######## mips_cpu_hilo_sequencer ########
Fig. 1: mips_cpu_hilo_sequencer, nets reached from selected ports
Bar = 200 um.
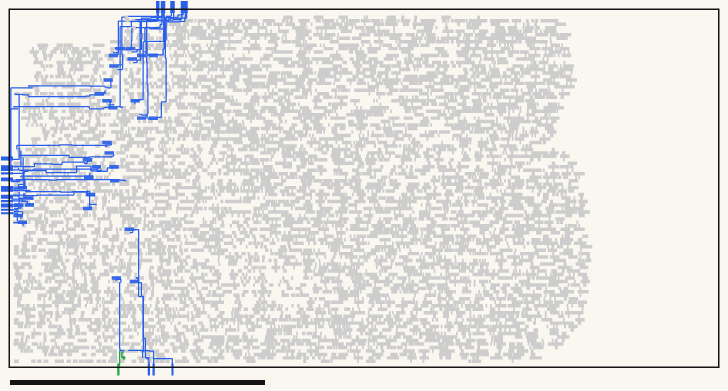

--- config.mk ---
export PLATFORM = sky130hd
export DESIGN_NAME = mips_cpu_hilo_sequencer
export DESIGN_NICKNAME = d
export VERILOG_FILES = /design/src/rtl/mips_cpu_pkg.sv /design/src/rtl/mips_cpu_div_step.sv /design/src/rtl/mips_cpu_hilo_sequencer.sv
export SDC_FILE = /design/constraint.sdc
export NUM_CORES = 2
export LEC_CHECK = 0
export CORE_ASPECT_RATIO = 0.5
export CORE_MARGIN = 2
export CORE_UTILIZATION = 40
export CTS_CLUSTER_SIZE = 14
export DETAILED_ROUTE_END_ITERATION = 7
export PLACE_DENSITY = 0.55
export SLEW_MARGIN = 20
export SYNTH_ARGS = -nofsm -noshare
export SYNTH_HDL_FRONTEND = slang
export SYNTH_HIERARCHICAL = 1
export SYNTH_SLANG_ARGS = --single-unit
--- constraint.sdc ---
create_clock -name clk_i -period 24.2 [get_ports clk_i]
set_input_delay 3.63 -clock clk_i [delete_from_list [all_inputs] [get_ports clk_i]]
set_output_delay 3.63 -clock clk_i [all_outputs]
set_load 0.1 [all_outputs]
--- src/rtl/mips_cpu_pkg.sv ---
// rtl/mips_cpu_pkg.sv - shared ALU op codes and HI/LO sequencer state encoding
// Purpose: CtrlALUOp codes shared with mips_cpu_control, plus the HI/LO FSM state type.
// Ports: none (package).
package mips_cpu_pkg;

   localparam logic [4:0] ALU_MUL  = 5'd2;
   localparam logic [4:0] ALU_DIV  = 5'd3;
   localparam logic [4:0] ALU_MULU = 5'd22;
   localparam logic [4:0] ALU_DIVU = 5'd23;
   localparam logic [4:0] ALU_MTHI = 5'd24;
   localparam logic [4:0] ALU_MTLO = 5'd25;

   typedef enum logic [1:0] {
      ST_IDLE     = 2'd0,
      ST_MUL      = 2'd1,
      ST_DIV_STEP = 2'd2,
      ST_DIV_FIX  = 2'd3
   } hilo_state_t;

endpackage

--- src/rtl/mips_cpu_div_step.sv ---
// rtl/mips_cpu_div_step.sv - combinational restoring-divide step, BITS quotient bits per call
// Purpose: one sequencer cycle of unsigned restoring division. The dividend enters in quot_i
//          and shifts out MSB-first into the partial remainder while quotient bits shift in.
// Ports:
//   rem_i     in  32  partial remainder
//   quot_i    in  32  remaining dividend bits / quotient bits so far
//   divisor_i in  32  unsigned divisor
//   rem_o     out 32  updated partial remainder
//   quot_o    out 32  updated quotient/dividend register
module mips_cpu_div_step #(
   parameter int BITS = 1
) (
   input  logic [31:0] rem_i,
   input  logic [31:0] quot_i,
   input  logic [31:0] divisor_i,
   output logic [31:0] rem_o,
   output logic [31:0] quot_o
);

   logic [31:0] r;
   logic [31:0] q;
   logic [32:0] sh;
   logic [32:0] diff;

   always_comb begin
      r    = rem_i;
      q    = quot_i;
      sh   = '0;
      diff = '0;
      for (int i = 0; i < BITS; i++) begin
         sh   = {r, q[31]};
         q    = {q[30:0], 1'b0};
         diff = sh - {1'b0, divisor_i};
         // diff[32] is the borrow; without it the result is below divisor so it fits 32 bits
         if (!diff[32]) begin
            r    = diff[31:0];
            q[0] = 1'b1;
         end else begin
            r = sh[31:0];
         end
      end
      rem_o  = r;
      quot_o = q;
   end

endmodule

--- src/rtl/mips_cpu_hilo_sequencer.sv ---
// rtl/mips_cpu_hilo_sequencer.sv - multi-cycle MULT/DIV/MTHI/MTLO sequencer owning HI/LO
// Purpose: executes HI/LO ops from the decoder, holds HI/LO, stalls dependent ops while busy.
// Ports:
//   clk_i        in   1   system clock
//   reset_i      in   1   synchronous active-high reset
//   op_valid_i   in   1   instruction in execute is valid
//   spc_wr_en_i  in   1   CtrlSpcRegWriteEn
//   alu_op_i     in   5   CtrlALUOp
//   rs_data_i    in  32   operand A
//   rt_data_i    in  32   operand B
//   mf_req_i     in   1   MFHI/MFLO in execute
//   stall_o      out  1   hold current instruction (combinational)
//   busy_o       out  1   MUL/DIV in flight
//   hi_o, lo_o   out 32   HI/LO registers
module mips_cpu_hilo_sequencer
   import mips_cpu_pkg::*;
#(
   parameter int MUL_CYCLES         = 4,
   parameter int DIV_BITS_PER_CYCLE = 1
) (
   input  logic        clk_i,
   input  logic        reset_i,
   input  logic        op_valid_i,
   input  logic        spc_wr_en_i,
   input  logic [4:0]  alu_op_i,
   input  logic [31:0] rs_data_i,
   input  logic [31:0] rt_data_i,
   input  logic        mf_req_i,
   output logic        stall_o,
   output logic        busy_o,
   output logic [31:0] hi_o,
   output logic [31:0] lo_o
);

   localparam logic [4:0] MUL_CNT = 5'(MUL_CYCLES - 1);
   localparam logic [4:0] DIV_CNT = 5'(32 / DIV_BITS_PER_CYCLE - 1);

   hilo_state_t state_q, state_d;
   logic [4:0]  cnt_q, cnt_d;
   logic [31:0] a_q, a_d;       // multiplicand, or |dividend| turning into quotient
   logic [31:0] b_q, b_d;       // multiplier, or |divisor|
   logic [31:0] rem_q, rem_d;
   logic [31:0] hi_q, hi_d;
   logic [31:0] lo_q, lo_d;
   logic        busy_q, busy_d;
   logic        sgn_q, sgn_d;   // MULT (signed) vs MULTU
   logic        qneg_q, qneg_d; // DIV quotient must be negated
   logic        rneg_q, rneg_d; // DIV remainder takes negative dividend sign

   logic        accept;
   logic        is_signed_op;
   logic [63:0] a_ext, b_ext, product;
   logic [31:0] step_rem, step_quot;

   mips_cpu_div_step #(.BITS(DIV_BITS_PER_CYCLE)) u_div_step (
      .rem_i     (rem_q),
      .quot_i    (a_q),
      .divisor_i (b_q),
      .rem_o     (step_rem),
      .quot_o    (step_quot)
   );

   assign accept       = op_valid_i & spc_wr_en_i & ~busy_q;
   assign is_signed_op = (alu_op_i == ALU_MUL) || (alu_op_i == ALU_DIV);

   // Low 64 bits of a 64x64 product of extended operands equal the signed/unsigned 32x32 product.
   assign a_ext   = sgn_q ? {{32{a_q[31]}}, a_q} : {32'd0, a_q};
   assign b_ext   = sgn_q ? {{32{b_q[31]}}, b_q} : {32'd0, b_q};
   assign product = a_ext * b_ext;

   always_comb begin
      state_d = state_q;
      cnt_d   = cnt_q;
      a_d     = a_q;
      b_d     = b_q;
      rem_d   = rem_q;
      hi_d    = hi_q;
      lo_d    = lo_q;
      busy_d  = busy_q;
      sgn_d   = sgn_q;
      qneg_d  = qneg_q;
      rneg_d  = rneg_q;
      case (state_q)
         ST_IDLE: begin
            if (accept) begin
               case (alu_op_i)
                  ALU_MTHI: hi_d = rs_data_i;
                  ALU_MTLO: lo_d = rs_data_i;
                  ALU_MUL, ALU_MULU: begin
                     a_d     = rs_data_i;
                     b_d     = rt_data_i;
                     sgn_d   = is_signed_op;
                     cnt_d   = MUL_CNT;
                     busy_d  = 1'b1;
                     state_d = ST_MUL;
                  end
                  ALU_DIV, ALU_DIVU: begin
                     a_d     = (is_signed_op && rs_data_i[31]) ? -rs_data_i : rs_data_i;
                     b_d     = (is_signed_op && rt_data_i[31]) ? -rt_data_i : rt_data_i;
                     qneg_d  = is_signed_op && (rs_data_i[31] ^ rt_data_i[31]);
                     rneg_d  = is_signed_op && rs_data_i[31];
                     rem_d   = '0;
                     cnt_d   = DIV_CNT;
                     busy_d  = 1'b1;
                     state_d = ST_DIV_STEP;
                  end
                  default: ;
               endcase
            end
         end
         ST_MUL: begin
            if (cnt_q == 5'd0) begin
               {hi_d, lo_d} = product;
               busy_d       = 1'b0;
               state_d      = ST_IDLE;
            end else begin
               cnt_d = cnt_q - 5'd1;
            end
         end
         ST_DIV_STEP: begin
            a_d   = step_quot;
            rem_d = step_rem;
            if (cnt_q == 5'd0) state_d = ST_DIV_FIX;
            else               cnt_d   = cnt_q - 5'd1;
         end
         ST_DIV_FIX: begin
            // Divide by zero leaves rem = |dividend|, so sign fix-up restores the raw dividend in HI.
            if (b_q == 32'd0) lo_d = 32'hFFFF_FFFF;
            else              lo_d = qneg_q ? -a_q : a_q;
            hi_d    = rneg_q ? -rem_q : rem_q;
            busy_d  = 1'b0;
            state_d = ST_IDLE;
         end
         default: state_d = ST_IDLE;
      endcase
   end

   always_ff @(posedge clk_i) begin
      if (reset_i) begin
         state_q <= ST_IDLE;
         cnt_q   <= '0;
         a_q     <= '0;
         b_q     <= '0;
         rem_q   <= '0;
         hi_q    <= '0;
         lo_q    <= '0;
         busy_q  <= 1'b0;
         sgn_q   <= 1'b0;
         qneg_q  <= 1'b0;
         rneg_q  <= 1'b0;
      end else begin
         state_q <= state_d;
         cnt_q   <= cnt_d;
         a_q     <= a_d;
         b_q     <= b_d;
         rem_q   <= rem_d;
         hi_q    <= hi_d;
         lo_q    <= lo_d;
         busy_q  <= busy_d;
         sgn_q   <= sgn_d;
         qneg_q  <= qneg_d;
         rneg_q  <= rneg_d;
      end
   end

   assign stall_o = busy_q & ((op_valid_i & spc_wr_en_i) | mf_req_i);
   assign busy_o  = busy_q;
   assign hi_o    = hi_q;
   assign lo_o    = lo_q;

endmodule

######## button_input_ctrl ########
$ cat src/rtl/tetris_input_pkg.sv
// Shared definitions for the Tetris button front-end: command bit indices,
// one-hot command constants, hold-FSM state encoding and the event priority picker.
package tetris_input_pkg;

  localparam int unsigned NUM_BTN   = 4;
  localparam int unsigned CMD_LEFT  = 0;
  localparam int unsigned CMD_RIGHT = 1;
  localparam int unsigned CMD_ROT   = 2;
  localparam int unsigned CMD_DROP  = 3;

  typedef logic [NUM_BTN-1:0] cmd_t;

  localparam cmd_t CMD_NONE_OH  = 4'b0000;
  localparam cmd_t CMD_LEFT_OH  = 4'b0001;
  localparam cmd_t CMD_RIGHT_OH = 4'b0010;
  localparam cmd_t CMD_ROT_OH   = 4'b0100;
  localparam cmd_t CMD_DROP_OH  = 4'b1000;

  typedef enum logic {
    IDLE = 1'b0,
    PEND = 1'b1
  } state_t;

  // Single winner among simultaneous events: drop > rotate > left > right.
  function automatic cmd_t prio_pick(input cmd_t evt);
    cmd_t win;
    win = CMD_NONE_OH;
    if (evt[CMD_DROP])       win = CMD_DROP_OH;
    else if (evt[CMD_ROT])   win = CMD_ROT_OH;
    else if (evt[CMD_LEFT])  win = CMD_LEFT_OH;
    else if (evt[CMD_RIGHT]) win = CMD_RIGHT_OH;
    return win;
  endfunction

endpackage

$ cat src/rtl/btn_debounce.sv
// One button: 2-flop synchroniser, stable-level debounce filter and press pulse.
// The stable level is exported only when AUTO_REPEAT_EN is defined.
module btn_debounce #(
  parameter int unsigned CNT_W           = 20,
  parameter int unsigned DEBOUNCE_CYCLES = 500000
) (
  input  logic clk,
  input  logic reset,
  input  logic i_btn,
`ifdef AUTO_REPEAT_EN
  output logic o_stable,
`endif
  output logic o_rise
);

  localparam logic [CNT_W-1:0] CNT_LAST = CNT_W'(DEBOUNCE_CYCLES - 1);

  if (DEBOUNCE_CYCLES < 1 || ((DEBOUNCE_CYCLES - 1) >> CNT_W) != 32'd0) begin : g_bad_param
    $error("btn_debounce: DEBOUNCE_CYCLES must be >=1 and DEBOUNCE_CYCLES-1 must fit in CNT_W bits");
  end

  logic             r_meta;
  logic             r_sync;
  logic             r_stable;
  logic             r_rise;
  logic [CNT_W-1:0] r_cnt;

  // Accept a new level only after it has differed from stable for DEBOUNCE_CYCLES cycles.
  always_ff @(posedge clk or posedge reset) begin
    if (reset) begin
      r_meta   <= 1'b0;
      r_sync   <= 1'b0;
      r_stable <= 1'b0;
      r_rise   <= 1'b0;
      r_cnt    <= '0;
    end else begin
      r_meta <= i_btn;
      r_sync <= r_meta;
      r_rise <= 1'b0;
      if (r_sync == r_stable) begin
        r_cnt <= '0;
      end else if (r_cnt == CNT_LAST) begin
        r_stable <= r_sync;
        r_rise   <= r_sync;
        r_cnt    <= '0;
      end else if (r_cnt != '1) begin
        r_cnt <= r_cnt + 1'b1;
      end
    end
  end

`ifdef AUTO_REPEAT_EN
  assign o_stable = r_stable;
`endif
  assign o_rise = r_rise;

endmodule

$ cat src/rtl/button_input_ctrl.sv
// Tetris button front-end: four debounced buttons, priority pick and a hold FSM
// that keeps one command until acknowledged. Define AUTO_REPEAT_EN for left/right auto-repeat.
module button_input_ctrl
  import tetris_input_pkg::*;
#(
  parameter int unsigned CNT_W           = 20,
  parameter int unsigned DEBOUNCE_CYCLES = 500000,
  parameter int unsigned REPEAT_DELAY    = 8000000,
  parameter int unsigned REPEAT_RATE     = 2000000
) (
  input  logic       clk,
  input  logic       reset,
  input  logic [3:0] btn_in,
  output logic [3:0] controller_out,
  output logic       cmd_valid,
  input  logic       cmd_ack
);

  if (REPEAT_DELAY < 1 || REPEAT_RATE < 1) begin : g_bad_rep
    $error("button_input_ctrl: REPEAT_DELAY and REPEAT_RATE must be >=1");
  end

  cmd_t   w_rise;
  cmd_t   w_evt;
  cmd_t   w_win;
  cmd_t   w_cmd_nxt;
  cmd_t   r_cmd;
  state_t r_state;
  state_t w_state_nxt;

`ifdef AUTO_REPEAT_EN
  cmd_t w_stable;
`endif

  for (genvar g = 0; g < int'(NUM_BTN); g++) begin : g_btn
    btn_debounce #(
      .CNT_W           (CNT_W),
      .DEBOUNCE_CYCLES (DEBOUNCE_CYCLES)
    ) u_deb (
      .clk      (clk),
      .reset    (reset),
      .i_btn    (btn_in[g]),
`ifdef AUTO_REPEAT_EN
      .o_stable (w_stable[g]),
`endif
      .o_rise   (w_rise[g])
    );
  end

`ifdef AUTO_REPEAT_EN
  if (((REPEAT_DELAY - 1) >> CNT_W) != 32'd0 || ((REPEAT_RATE - 1) >> CNT_W) != 32'd0) begin : g_bad_rep_w
    $error("button_input_ctrl: REPEAT_DELAY-1 and REPEAT_RATE-1 must fit in CNT_W bits");
  end

  localparam logic [CNT_W-1:0] REP_FIRST = CNT_W'(REPEAT_DELAY - 1);
  localparam logic [CNT_W-1:0] REP_NEXT  = CNT_W'(REPEAT_RATE - 1);

  logic [CNT_W-1:0] r_rep_cnt;
  logic             r_rep_first;
  logic             w_rep_hold;
  logic             w_rep_evt;

  // Repeat only while exactly one of left/right is held on its own.
  assign w_rep_hold = (w_stable == CMD_LEFT_OH) || (w_stable == CMD_RIGHT_OH);
  assign w_rep_evt  = w_rep_hold && (r_rep_cnt == (r_rep_first ? REP_FIRST : REP_NEXT));

  always_ff @(posedge clk or posedge reset) begin
    if (reset) begin
      r_rep_cnt   <= '0;
      r_rep_first <= 1'b1;
    end else if (!w_rep_hold || (|w_rise)) begin
      r_rep_cnt   <= '0;
      r_rep_first <= 1'b1;
    end else if (w_rep_evt) begin
      r_rep_cnt   <= '0;
      r_rep_first <= 1'b0;
    end else if (r_rep_cnt != '1) begin
      r_rep_cnt <= r_rep_cnt + 1'b1;
    end
  end

  assign w_evt = w_rise | (w_rep_evt ? w_stable : CMD_NONE_OH);
`else
  assign w_evt = w_rise;
`endif

  assign w_win = prio_pick(w_evt);

  // Hold FSM: an event is only taken when idle or together with the ack of the held command.
  always_comb begin
    w_state_nxt = r_state;
    w_cmd_nxt   = r_cmd;
    case (r_state)
      IDLE: begin
        if (|w_evt) begin
          w_cmd_nxt   = w_win;
          w_state_nxt = PEND;
        end
      end
      PEND: begin
        if (cmd_ack) begin
          if (|w_evt) begin
            w_cmd_nxt = w_win;
          end else begin
            w_cmd_nxt   = CMD_NONE_OH;
            w_state_nxt = IDLE;
          end
        end
      end
      default: begin
        w_cmd_nxt   = CMD_NONE_OH;
        w_state_nxt = IDLE;
      end
    endcase
  end

  always_ff @(posedge clk or posedge reset) begin
    if (reset) begin
      r_state <= IDLE;
      r_cmd   <= CMD_NONE_OH;
    end else begin
      r_state <= w_state_nxt;
      r_cmd   <= w_cmd_nxt;
    end
  end

  assign controller_out = r_cmd;
  assign cmd_valid      = (r_state == PEND);

endmodule

$ cat config.mk
export PLATFORM = sky130hd
export DESIGN_NAME = button_input_ctrl
export DESIGN_NICKNAME = d
export VERILOG_FILES = /design/src/rtl/tetris_input_pkg.sv /design/src/rtl/btn_debounce.sv /design/src/rtl/button_input_ctrl.sv
export SDC_FILE = /design/constraint.sdc
export NUM_CORES = 1
export LEC_CHECK = 0
export ABC_CLOCK_PERIOD_IN_PS = 5100
export CORE_MARGIN = 10
export CORE_UTILIZATION = 35
export CTS_CLUSTER_DIAMETER = 40
export DETAILED_ROUTE_END_ITERATION = 16
export GPL_TIMING_DRIVEN = 0
export HOLD_SLACK_MARGIN = 0.02
export PLACE_DENSITY = 0.59
export SLEW_MARGIN = 20
export SYNTH_ARGS = -nofsm -noshare
export SYNTH_HDL_FRONTEND = slang
export SYNTH_SLANG_ARGS = --single-unit
export TNS_END_PERCENT = 10
$ cat constraint.sdc
create_clock -name clk -period 5.1 [get_ports clk]
set_input_delay 0.765 -clock clk [delete_from_list [all_inputs] [get_ports clk]]
set_output_delay 0.765 -clock clk [all_outputs]
set_load 0.01 [all_outputs]
######## vpe_slave_mux ########
### config.mk
export PLATFORM = sky130hd
export DESIGN_NAME = vpe_slave_mux
export DESIGN_NICKNAME = d
export VERILOG_FILES = /design/src/rtl/vpe_slave_mux.sv
export SDC_FILE = /design/constraint.sdc
export NUM_CORES = 1
export LEC_CHECK = 0
export CAP_MARGIN = 5
export CORE_MARGIN = 4
export CORE_UTILIZATION = 60
export CTS_BUF_LIST = sky130_fd_sc_hd__clkbuf_8
export DETAILED_ROUTE_END_ITERATION = 8
export PLACE_DENSITY = 0.95
export SLEW_MARGIN = 20
export SYNTH_ARGS = -nofsm -noshare
export SYNTH_HDL_FRONTEND = slang
export SYNTH_SLANG_ARGS = --single-unit
### constraint.sdc
create_clock -name CLK -period 7.4 [get_ports CLK]
set_input_delay 1.85 -clock CLK [delete_from_list [all_inputs] [get_ports CLK]]
set_output_delay 1.85 -clock CLK [all_outputs]
set_load 0.1 [all_outputs]
### src/rtl/vpe_slave_mux.sv
// Variable processing element for the SAT array. It scans N_CLAUSE clause entries LANES at a time,
// accumulates up/down votes and a satisfaction flag, then updates VI.
// Optional build macro VPE_LFSR_TIEBREAK_EN adds an LFSR tie-break driven by STOCHASTIC_MODE.
module vpe_slave_mux #(
    parameter int          N_CLAUSE  = 32,
    parameter int          LANES     = 8,
    parameter int          SW        = $clog2(N_CLAUSE + 1),
    parameter logic [15:0] LFSR_SEED = 16'hACE1
) (
    input  logic                        CLK,
    input  logic                        RESET_N,
    input  logic                        WR_EN,
    input  logic [$clog2(N_CLAUSE)-1:0] WR_ADDR,
    input  logic                        WR_P,
    input  logic                        WR_S,
    input  logic [N_CLAUSE-1:0]         UNSAT,
    input  logic                        START,
    input  logic                        PRELOAD,
    input  logic                        V_PRE,
    input  logic                        STOCHASTIC_MODE,
    input  logic                        SATISFY_UP,
    input  logic                        SATISFY_LEFT,
    input  logic                        MERGE,
    output logic                        BUSY,
    output logic                        DONE,
    output logic                        WR_ERR,
    output logic                        VI,
    output logic [SW-1:0]               SUM_UP,
    output logic [SW-1:0]               SUM_DOWN,
    output logic                        SATISFY
);

    localparam int G  = N_CLAUSE / LANES;
    localparam int GW = (G > 1) ? $clog2(G) : 1;

    typedef enum logic [1:0] {
        S_IDLE   = 2'd0,
        S_ACCUM  = 2'd1,
        S_DECIDE = 2'd2
    } state_t;

    state_t              r_state;
    logic [GW-1:0]       r_group;
    logic [N_CLAUSE-1:0] r_p;
    logic [N_CLAUSE-1:0] r_s;
    logic [SW-1:0]       r_acc_up;
    logic [SW-1:0]       r_acc_dn;
    logic                r_acc_sat;
    logic [SW-1:0]       r_sum_up;
    logic [SW-1:0]       r_sum_dn;
    logic                r_sat;
    logic                r_vi;
    logic                r_busy;
    logic                r_done;
    logic                r_wr_err;

    logic [LANES-1:0]    w_p_grp;
    logic [LANES-1:0]    w_s_grp;
    logic [LANES-1:0]    w_u_grp;
    logic [LANES-1:0]    w_up_hit;
    logic [LANES-1:0]    w_dn_hit;
    logic [LANES-1:0]    w_lane_ok;
    logic [SW-1:0]       w_up_cnt;
    logic [SW-1:0]       w_dn_cnt;
    logic                w_tie_vi;

    assign w_p_grp = r_p[int'(r_group) * LANES +: LANES];
    assign w_s_grp = r_s[int'(r_group) * LANES +: LANES];
    assign w_u_grp = UNSAT[int'(r_group) * LANES +: LANES];

    for (genvar gi = 0; gi < LANES; gi++) begin : g_lane
        assign w_up_hit[gi]  = w_p_grp[gi] & w_s_grp[gi] & w_u_grp[gi];
        assign w_dn_hit[gi]  = w_p_grp[gi] & ~w_s_grp[gi] & w_u_grp[gi];
        assign w_lane_ok[gi] = ~w_p_grp[gi] | (w_s_grp[gi] == r_vi);
    end

    always_comb begin
        w_up_cnt = '0;
        w_dn_cnt = '0;
        for (int i = 0; i < LANES; i++) begin
            w_up_cnt = w_up_cnt + SW'(w_up_hit[i]);
            w_dn_cnt = w_dn_cnt + SW'(w_dn_hit[i]);
        end
    end

`ifdef VPE_LFSR_TIEBREAK_EN
    // Fibonacci LFSR, taps 16,14,13,11 in shift-right form
    logic [15:0] r_lfsr;
    logic        w_lfsr_fb;
    assign w_lfsr_fb = r_lfsr[0] ^ r_lfsr[2] ^ r_lfsr[3] ^ r_lfsr[5];
    assign w_tie_vi  = STOCHASTIC_MODE ? r_lfsr[0] : r_vi;
`else
    logic w_unused_stochastic;
    assign w_unused_stochastic = STOCHASTIC_MODE;
    assign w_tie_vi = r_vi;
`endif

    always_ff @(posedge CLK or negedge RESET_N) begin
        if (!RESET_N) begin
            r_state   <= S_IDLE;
            r_group   <= '0;
            r_p       <= '0;
            r_s       <= '0;
            r_acc_up  <= '0;
            r_acc_dn  <= '0;
            r_acc_sat <= 1'b0;
            r_sum_up  <= '0;
            r_sum_dn  <= '0;
            r_sat     <= 1'b0;
            r_vi      <= 1'b0;
            r_busy    <= 1'b0;
            r_done    <= 1'b0;
            r_wr_err  <= 1'b0;
`ifdef VPE_LFSR_TIEBREAK_EN
            r_lfsr    <= LFSR_SEED;
`endif
        end else begin
            r_done <= 1'b0;
            case (r_state)
                S_IDLE: begin
                    if (START) begin
                        r_state   <= S_ACCUM;
                        r_group   <= '0;
                        r_acc_up  <= '0;
                        r_acc_dn  <= '0;
                        r_acc_sat <= 1'b1;
                        r_busy    <= 1'b1;
                    end else if (PRELOAD) begin
                        r_vi <= V_PRE;
                    end
                    if (WR_EN) begin
                        r_p[WR_ADDR] <= WR_P;
                        r_s[WR_ADDR] <= WR_S;
                    end
                end
                S_ACCUM: begin
                    r_acc_up  <= r_acc_up + w_up_cnt;
                    r_acc_dn  <= r_acc_dn + w_dn_cnt;
                    r_acc_sat <= r_acc_sat & (&w_lane_ok);
                    r_group   <= r_group + 1'b1;
                    if (int'(r_group) == G - 1) begin
                        r_state <= S_DECIDE;
                    end
                end
                S_DECIDE: begin
                    r_sum_up <= r_acc_up;
                    r_sum_dn <= r_acc_dn;
                    r_sat    <= r_acc_sat;
                    if (r_acc_up > r_acc_dn) begin
                        r_vi <= 1'b1;
                    end else if (r_acc_up < r_acc_dn) begin
                        r_vi <= 1'b0;
                    end else begin
                        r_vi <= w_tie_vi;
                    end
`ifdef VPE_LFSR_TIEBREAK_EN
                    r_lfsr <= {w_lfsr_fb, r_lfsr[15:1]};
`endif
                    r_done  <= 1'b1;
                    r_busy  <= 1'b0;
                    r_state <= S_IDLE;
                end
                default: begin
                    r_state <= S_IDLE;
                    r_busy  <= 1'b0;
                end
            endcase
            // Writes during a scan are dropped so the scanned data stays coherent
            if (WR_EN && (r_state != S_IDLE)) begin
                r_wr_err <= 1'b1;
            end
        end
    end

    assign BUSY     = r_busy;
    assign DONE     = r_done;
    assign WR_ERR   = r_wr_err;
    assign VI       = r_vi;
    assign SUM_UP   = r_sum_up;
    assign SUM_DOWN = r_sum_dn;
    assign SATISFY  = MERGE | (r_sat & SATISFY_UP & SATISFY_LEFT);

endmodule

######## onehot_encoder_8_3 ########
--- config.mk ---
export PLATFORM = sky130hd
export DESIGN_NAME = onehot_encoder_8_3
export DESIGN_NICKNAME = d
export VERILOG_FILES = /design/src/rtl/onehot_encoder_8_3.sv
export SDC_FILE = /design/constraint.sdc
export NUM_CORES = 1
export LEC_CHECK = 0
export ABC_CLOCK_PERIOD_IN_PS = 3700
export CAP_MARGIN = 20
export CORE_UTILIZATION = 40
export CTS_BUF_LIST = sky130_fd_sc_hd__clkbuf_4
export CTS_CLUSTER_DIAMETER = 120
export CTS_CLUSTER_SIZE = 14
export DETAILED_ROUTE_END_ITERATION = 8
export PLACE_DENSITY_LB_ADDON = 0.2
export SLEW_MARGIN = 20
export SYNTH_ARGS = -nofsm -noshare
export SYNTH_HDL_FRONTEND = slang
export SYNTH_SLANG_ARGS = --single-unit
export TNS_END_PERCENT = 50
--- constraint.sdc ---
create_clock -name clk -period 3.7 [get_ports clk]
set_clock_uncertainty 0.05 [all_clocks]
set_input_delay 0.555 -clock clk [delete_from_list [all_inputs] [get_ports clk]]
set_output_delay 0.555 -clock clk [all_outputs]
set_load 0.02 [all_outputs]
--- src/rtl/onehot_encoder_8_3.sv ---
// Sequential 8-to-3 encoder: accepts a multi-hot request vector and emits the
// index of each set bit, one per output handshake, in fixed priority order.
//
// state     | meaning
// ----------+-----------------------------------------------
// ST_IDLE   | no vector pending, ready to accept one
// ST_EMIT   | presenting the next pending index on out_idx
module onehot_encoder_8_3 #(
    parameter int LSB_FIRST = 1
) (
    input  logic       clk,
    input  logic       rst,
    input  logic       in_valid,
    output logic       in_ready,
    input  logic [7:0] in_vec,
    output logic       out_valid,
    input  logic       out_ready,
    output logic [2:0] out_idx,
    output logic       out_last,
    output logic [2:0] out_seq
);

    localparam logic [0:0] ST_IDLE = 1'b0;
    localparam logic [0:0] ST_EMIT = 1'b1;

    logic [0:0] r_state;
    logic [7:0] r_pending;
    logic [2:0] r_seq;

    logic [2:0] w_idx;
    logic       w_single;
    logic       w_emit;
    logic       w_out_hs;
    logic       w_in_hs;
    logic       w_in_nonzero;

    // Later loop iterations override earlier ones, so the iteration order picks the winner.
    always_comb begin
        w_idx = 3'd0;
        if (LSB_FIRST != 0) begin
            for (int i = 7; i >= 0; i--) begin
                if (r_pending[i]) w_idx = 3'(i);
            end
        end else begin
            for (int i = 0; i <= 7; i++) begin
                if (r_pending[i]) w_idx = 3'(i);
            end
        end
    end

    assign w_single     = (r_pending != 8'd0) && ((r_pending & (r_pending - 8'd1)) == 8'd0);
    assign w_emit       = (r_state == ST_EMIT);
    assign w_out_hs     = w_emit & out_ready;
    assign w_in_nonzero = (in_vec != 8'd0);

    assign out_valid = w_emit;
    assign out_idx   = w_emit ? w_idx   : 3'd0;
    assign out_last  = w_emit ? w_single : 1'b0;
    assign out_seq   = w_emit ? r_seq   : 3'd0;

    assign in_ready = ~rst & (~w_emit | (w_out_hs & w_single));
    assign w_in_hs  = in_valid & in_ready;

    always_ff @(posedge clk) begin
        if (rst) begin
            r_state   <= ST_IDLE;
            r_pending <= 8'd0;
            r_seq     <= 3'd0;
        end else begin
            case (r_state)
                ST_IDLE: begin
                    if (w_in_hs && w_in_nonzero) begin
                        r_pending <= in_vec;
                        r_seq     <= 3'd0;
                        r_state   <= ST_EMIT;
                    end
                end
                ST_EMIT: begin
                    if (w_out_hs) begin
                        if (w_single) begin
                            if (w_in_hs && w_in_nonzero) begin
                                r_pending <= in_vec;
                                r_seq     <= 3'd0;
                            end else begin
                                r_pending <= 8'd0;
                                r_seq     <= 3'd0;
                                r_state   <= ST_IDLE;
                            end
                        end else begin
                            r_pending <= r_pending & ~(8'd1 << w_idx);
                            r_seq     <= r_seq + 3'd1;
                        end
                    end
                end
                default: begin
                    r_state   <= ST_IDLE;
                    r_pending <= 8'd0;
                    r_seq     <= 3'd0;
                end
            endcase
        end
    end

endmodule

Fig. 2: button_input_ctrl, where the registers sit
Bar = 50 um. Other sequential cells in the stronger grey, the rest of the logic in the fainter grey.
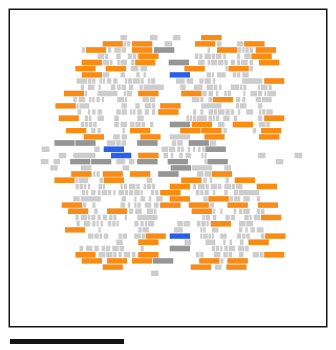
legend:
  `g_btn.u_deb.r_cnt`:
    colour: orange
    flops: 80
  `g_btn.u_deb.r_stable`:
    colour: blue
    flops: 4
    where: centre
Reg area: 2530 sq um
Seq area share: 0.454
Seq. pwr: 0.000823 W

Fig. 3: button_input_ctrl, cells by drive strength
Bar = 50 um.
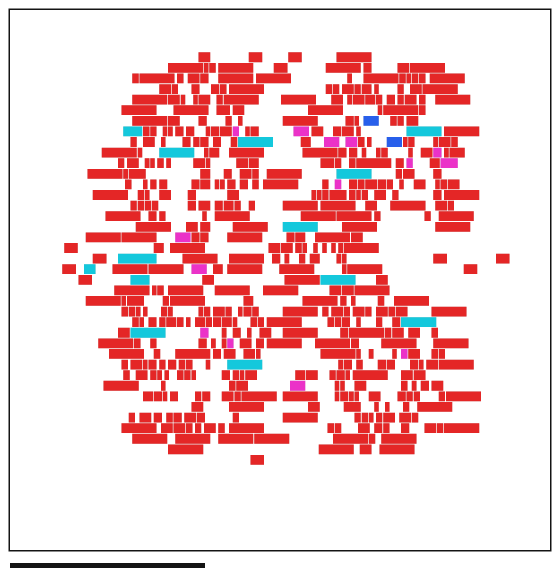
legend:
  x1 and smaller:
    colour: red
    cells: 495
  x6 and larger:
    colour: cyan
    cells: 13
  x3 and x4:
    colour: blue
    cells: 2
  x2:
    colour: magenta
    cells: 14

==> run notes, button_input_ctrl <==
flow finished, numbers: CP endpoint=g_btn[0].u_deb.r_cnt[4], wire length per cell=13.9 um, WP depth=6, Global Route met3 Usage=0.0277, yosys xor share=0.112, met1 wire length=approximately 4.7 mm, status=finished, final reports clean, combinational fraction of design power=0.037, crit path max fanout=6, Plain + repair buffers=24, Critical Path Sink Type=flip-flop, sequential power share=0.542, Sink Count=101, routability-driven placement congestion ratio=0.829, flip-flops with a built-in enable=0, Complex Gates by Area=0.110, CP Cell Sequence=ha_1, and4_1, nand4_1, nor4_1, o21ai_0, o31ai_1, Log Warnings=26, RSZ-0062 raised after global routing=false, worst hold path class=reg2reg
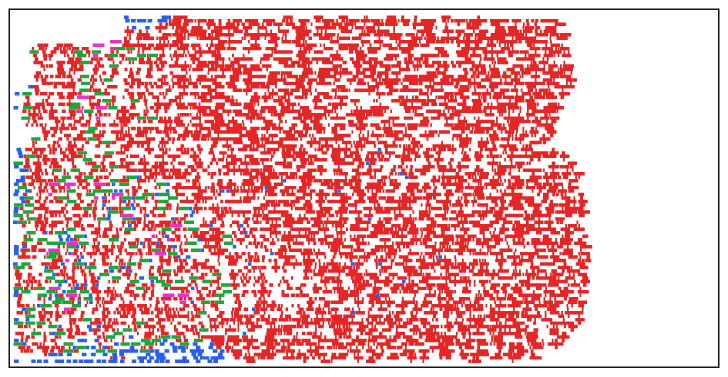
Fig. 4. Cells coloured by class (mips_cpu_hilo_sequencer).
legend:
  registers:
    colour: green
    cells: 171
  remaining buffers and delay cells:
    colour: blue
    cells: 233
  remaining logic cells:
    colour: red
    cells: 6251
  clock drivers and dummy loads:
    colour: magenta
    cells: 32
site row count: 100
Final Cell Area: 64000 sq um

Fig. 5: mips_cpu_hilo_sequencer, clock network drawn from the DEF
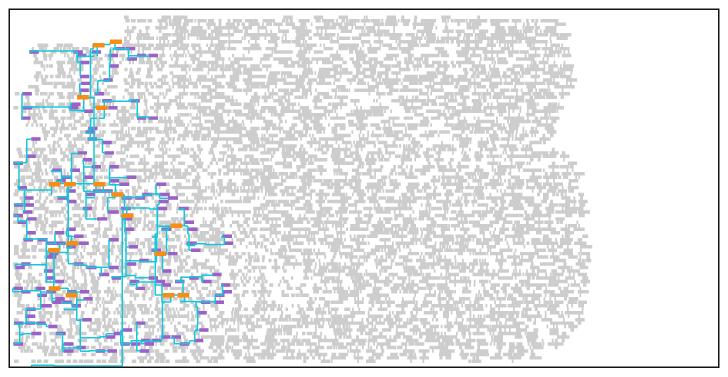
legend:
  flip-flops:
    colour: purple
    count: 171
  clock-net drivers:
    colour: orange
    count: 17
  clock wires:
    colour: cyan
    length: 2760 um
routed clock nets: 18
Skew-Pair Late Insertion Delay: 460 ps
Setup Skew: 15.6 ps
Power Clock: 0.000277 W
Clk pwr share: 0.283

About Fig. 1:
legend:
  `hi_o`:
    colour: blue
    direction: output
    edge: 18 left, 11 top, 3 bottom
    end_cells: 32
    buffers: 32
    wire: 2620 um
  `mf_req_i`:
    colour: green
    direction: input
    edge: bottom
    end_cells: 1
    buffers: 1
    wire: 20.1 um

==> run notes, mips_cpu_hilo_sequencer <==
flow finished, numbers: CP delay by family, top=adder cells, largest net degree at the start of global routing=114, final hold violation count=0, GR met1 Demand/Resource=0.449, DRT iter0 DRCs=5426, status=finished, final reports clean, setup bufs post-CTS=0, Final period util=0.458, top sig layer=met5, Critical Path Sink Type=flip-flop, invs w/o clock=1580, worst reg-to-reg setup slack=around 13000 ps, asr flop ratio synth=0, yosys warns=6, FF-to-FF Start=b_q[31], yosys xor share=0.0372, met3 WL=27.0 mm, worst endpoint data arrival time=11390 ps, Post-synth area hogs=fa_1 47%, inv_1 9.8%, ha_1 7.2%, max-slew violation count=0, Worst setup SP type=flip-flop, Final WS setup=13110 ps, CP endpoint=hi_o[29], Inst Count DP=8644, Net Switching=around 0.00043 W, Switching Fraction=0.440, total CTS buffers=17, Clock-cell share=0.00872
Fig. 6: vpe_slave_mux, clock network drawn from the DEF
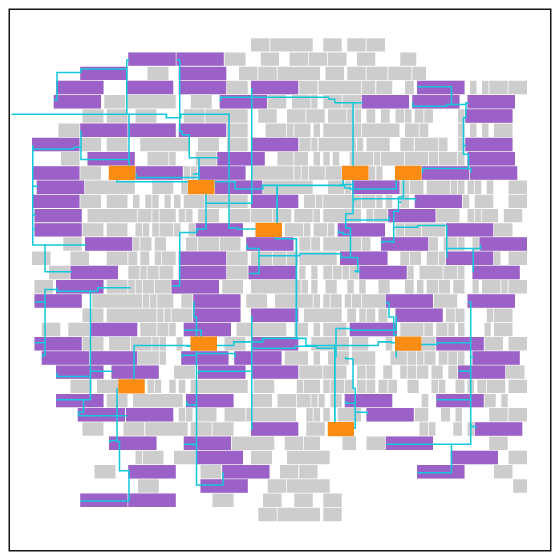
legend:
  clock-net drivers:
    colour: orange
    count: 9
  clock wires:
    colour: cyan
    length: 1060 um
  flip-flops:
    colour: purple
    count: 98
flops lie: widely spread
Power Clock: 0.000344 W
Clk pwr share: 0.171
Setup Skew: 12.4 ps

Fig. 7: vpe_slave_mux, where the registers sit
Bar = 20 um. Other sequential cells in the stronger grey, the rest of the logic in the fainter grey.
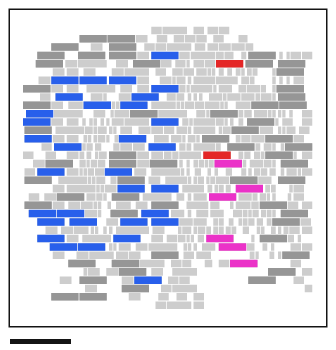
legend:
  `r_s`:
    colour: blue
    flops: 32
  `r_acc_dn`:
    colour: magenta
    flops: 6
  `r_group`:
    colour: red
    flops: 2
not coloured: 58

==> run notes, vpe_slave_mux <==
flow finished, numbers: status=finished, final reports clean, Complex Gates by Area=0.0644, CP max-delay cell=fa_1, ANT cells=0, leakage=2.97 nW, number of logic gates=320, Max clock buf depth=2, most frequent cells in the layout=98 x dfrtp_1, 66 x mux2_2, 63 x clkdlybuf4s50_1, 62 x nand2_1, CTS-repair resized insts=0, Buf/Inv on CP=5, die area=10700 sq um, Total Nets Final=about 600, Netlist cell types=44, setup tns final=0 ps, post-synthesis cell count=470, flip-flops with a built-in enable=0, combinational power=approximately 0.00089 W, site row count=34, syn nets=548, most frequent logic cell in the layout=dfrtp_1, Die X=103 um, PwrDens=318 nW/um^2, yosys cell count=roughly 470, yosys warns=0
Fig. 8: onehot_encoder_8_3, clock nets
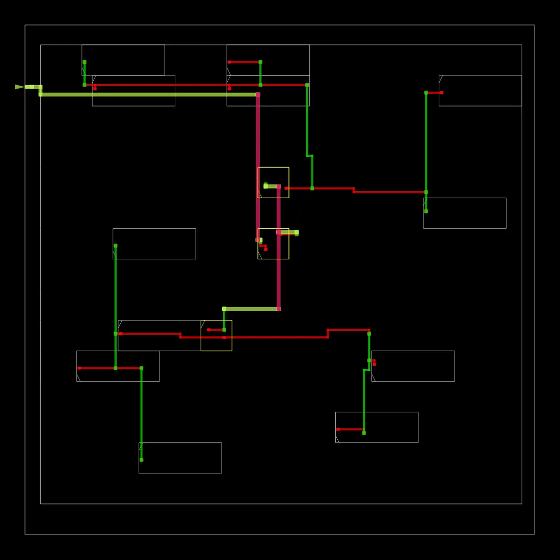
clock buf count: 3
Power Clock: 0.0000814 W
Skew-Pair Late Insertion Delay: 270 ps
total CTS buffers: 3
flop count: 12

==> run notes, onehot_encoder_8_3 <==
flow finished, numbers: WHS Endpoint=r_seq[0], Log Warnings=26, Crit Reg-Reg Endpoint=r_pending[5], Total Power=0.000335 W, FF-to-FF Start=r_pending[3], die area=2050 sq um, Tmin final=3430 ps, wire length per cell=12.9 um, n_taps=25, most instantiated cells after synthesis=12 x dfxtp_1, 9 x nor2_1, 6 x a32o_1, CP Cell Sequence=or4_4, or4b_1, a21oi_1, and2_1, clkdlybuf4s50_1, WP depth=5, worst endpoint data arrival time=2830 ps, top sig layer=met4, Worst R2R Path Depth=5, Final Hold Slack=about 470 ps, Total Nets Final=121, asr flop ratio synth=0, status=finished, final reports clean, final setup vio count=0, met2 WL post-DR=between 700 and 800 um, Achievable Freq=291 MHz, P&R area growth vs syn=31.7%, yosys xor share=0.0117, die height=45.3 um, Util after Layout=0.566, max-slew violation count=0, Critical Path Sink Type=output pin, CTS tree=done, Biggest register=r_pending


==> notes/layouts.md <==
Pictures saved along the way, in no particular order.

Cells coloured by class.
picture 1
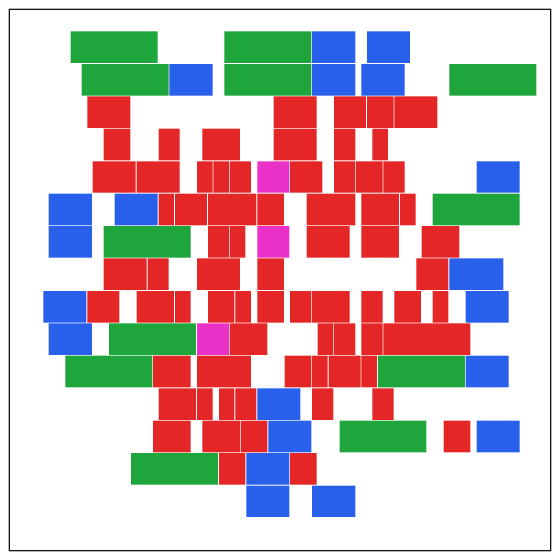
picture 2
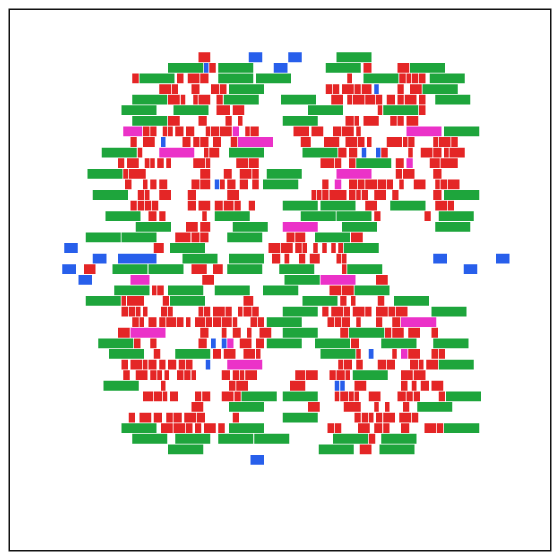
picture 3
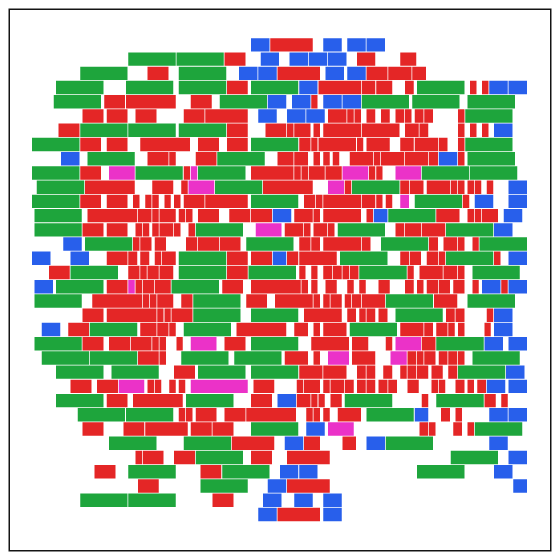
onehot_encoder_8_3 -> picture 1
vpe_slave_mux -> picture 3
button_input_ctrl -> picture 2
- lowest utilization: picture 2
- fewest cells: picture 1

Power figures rest on the tool's default switching activity, not on a simulated workload.
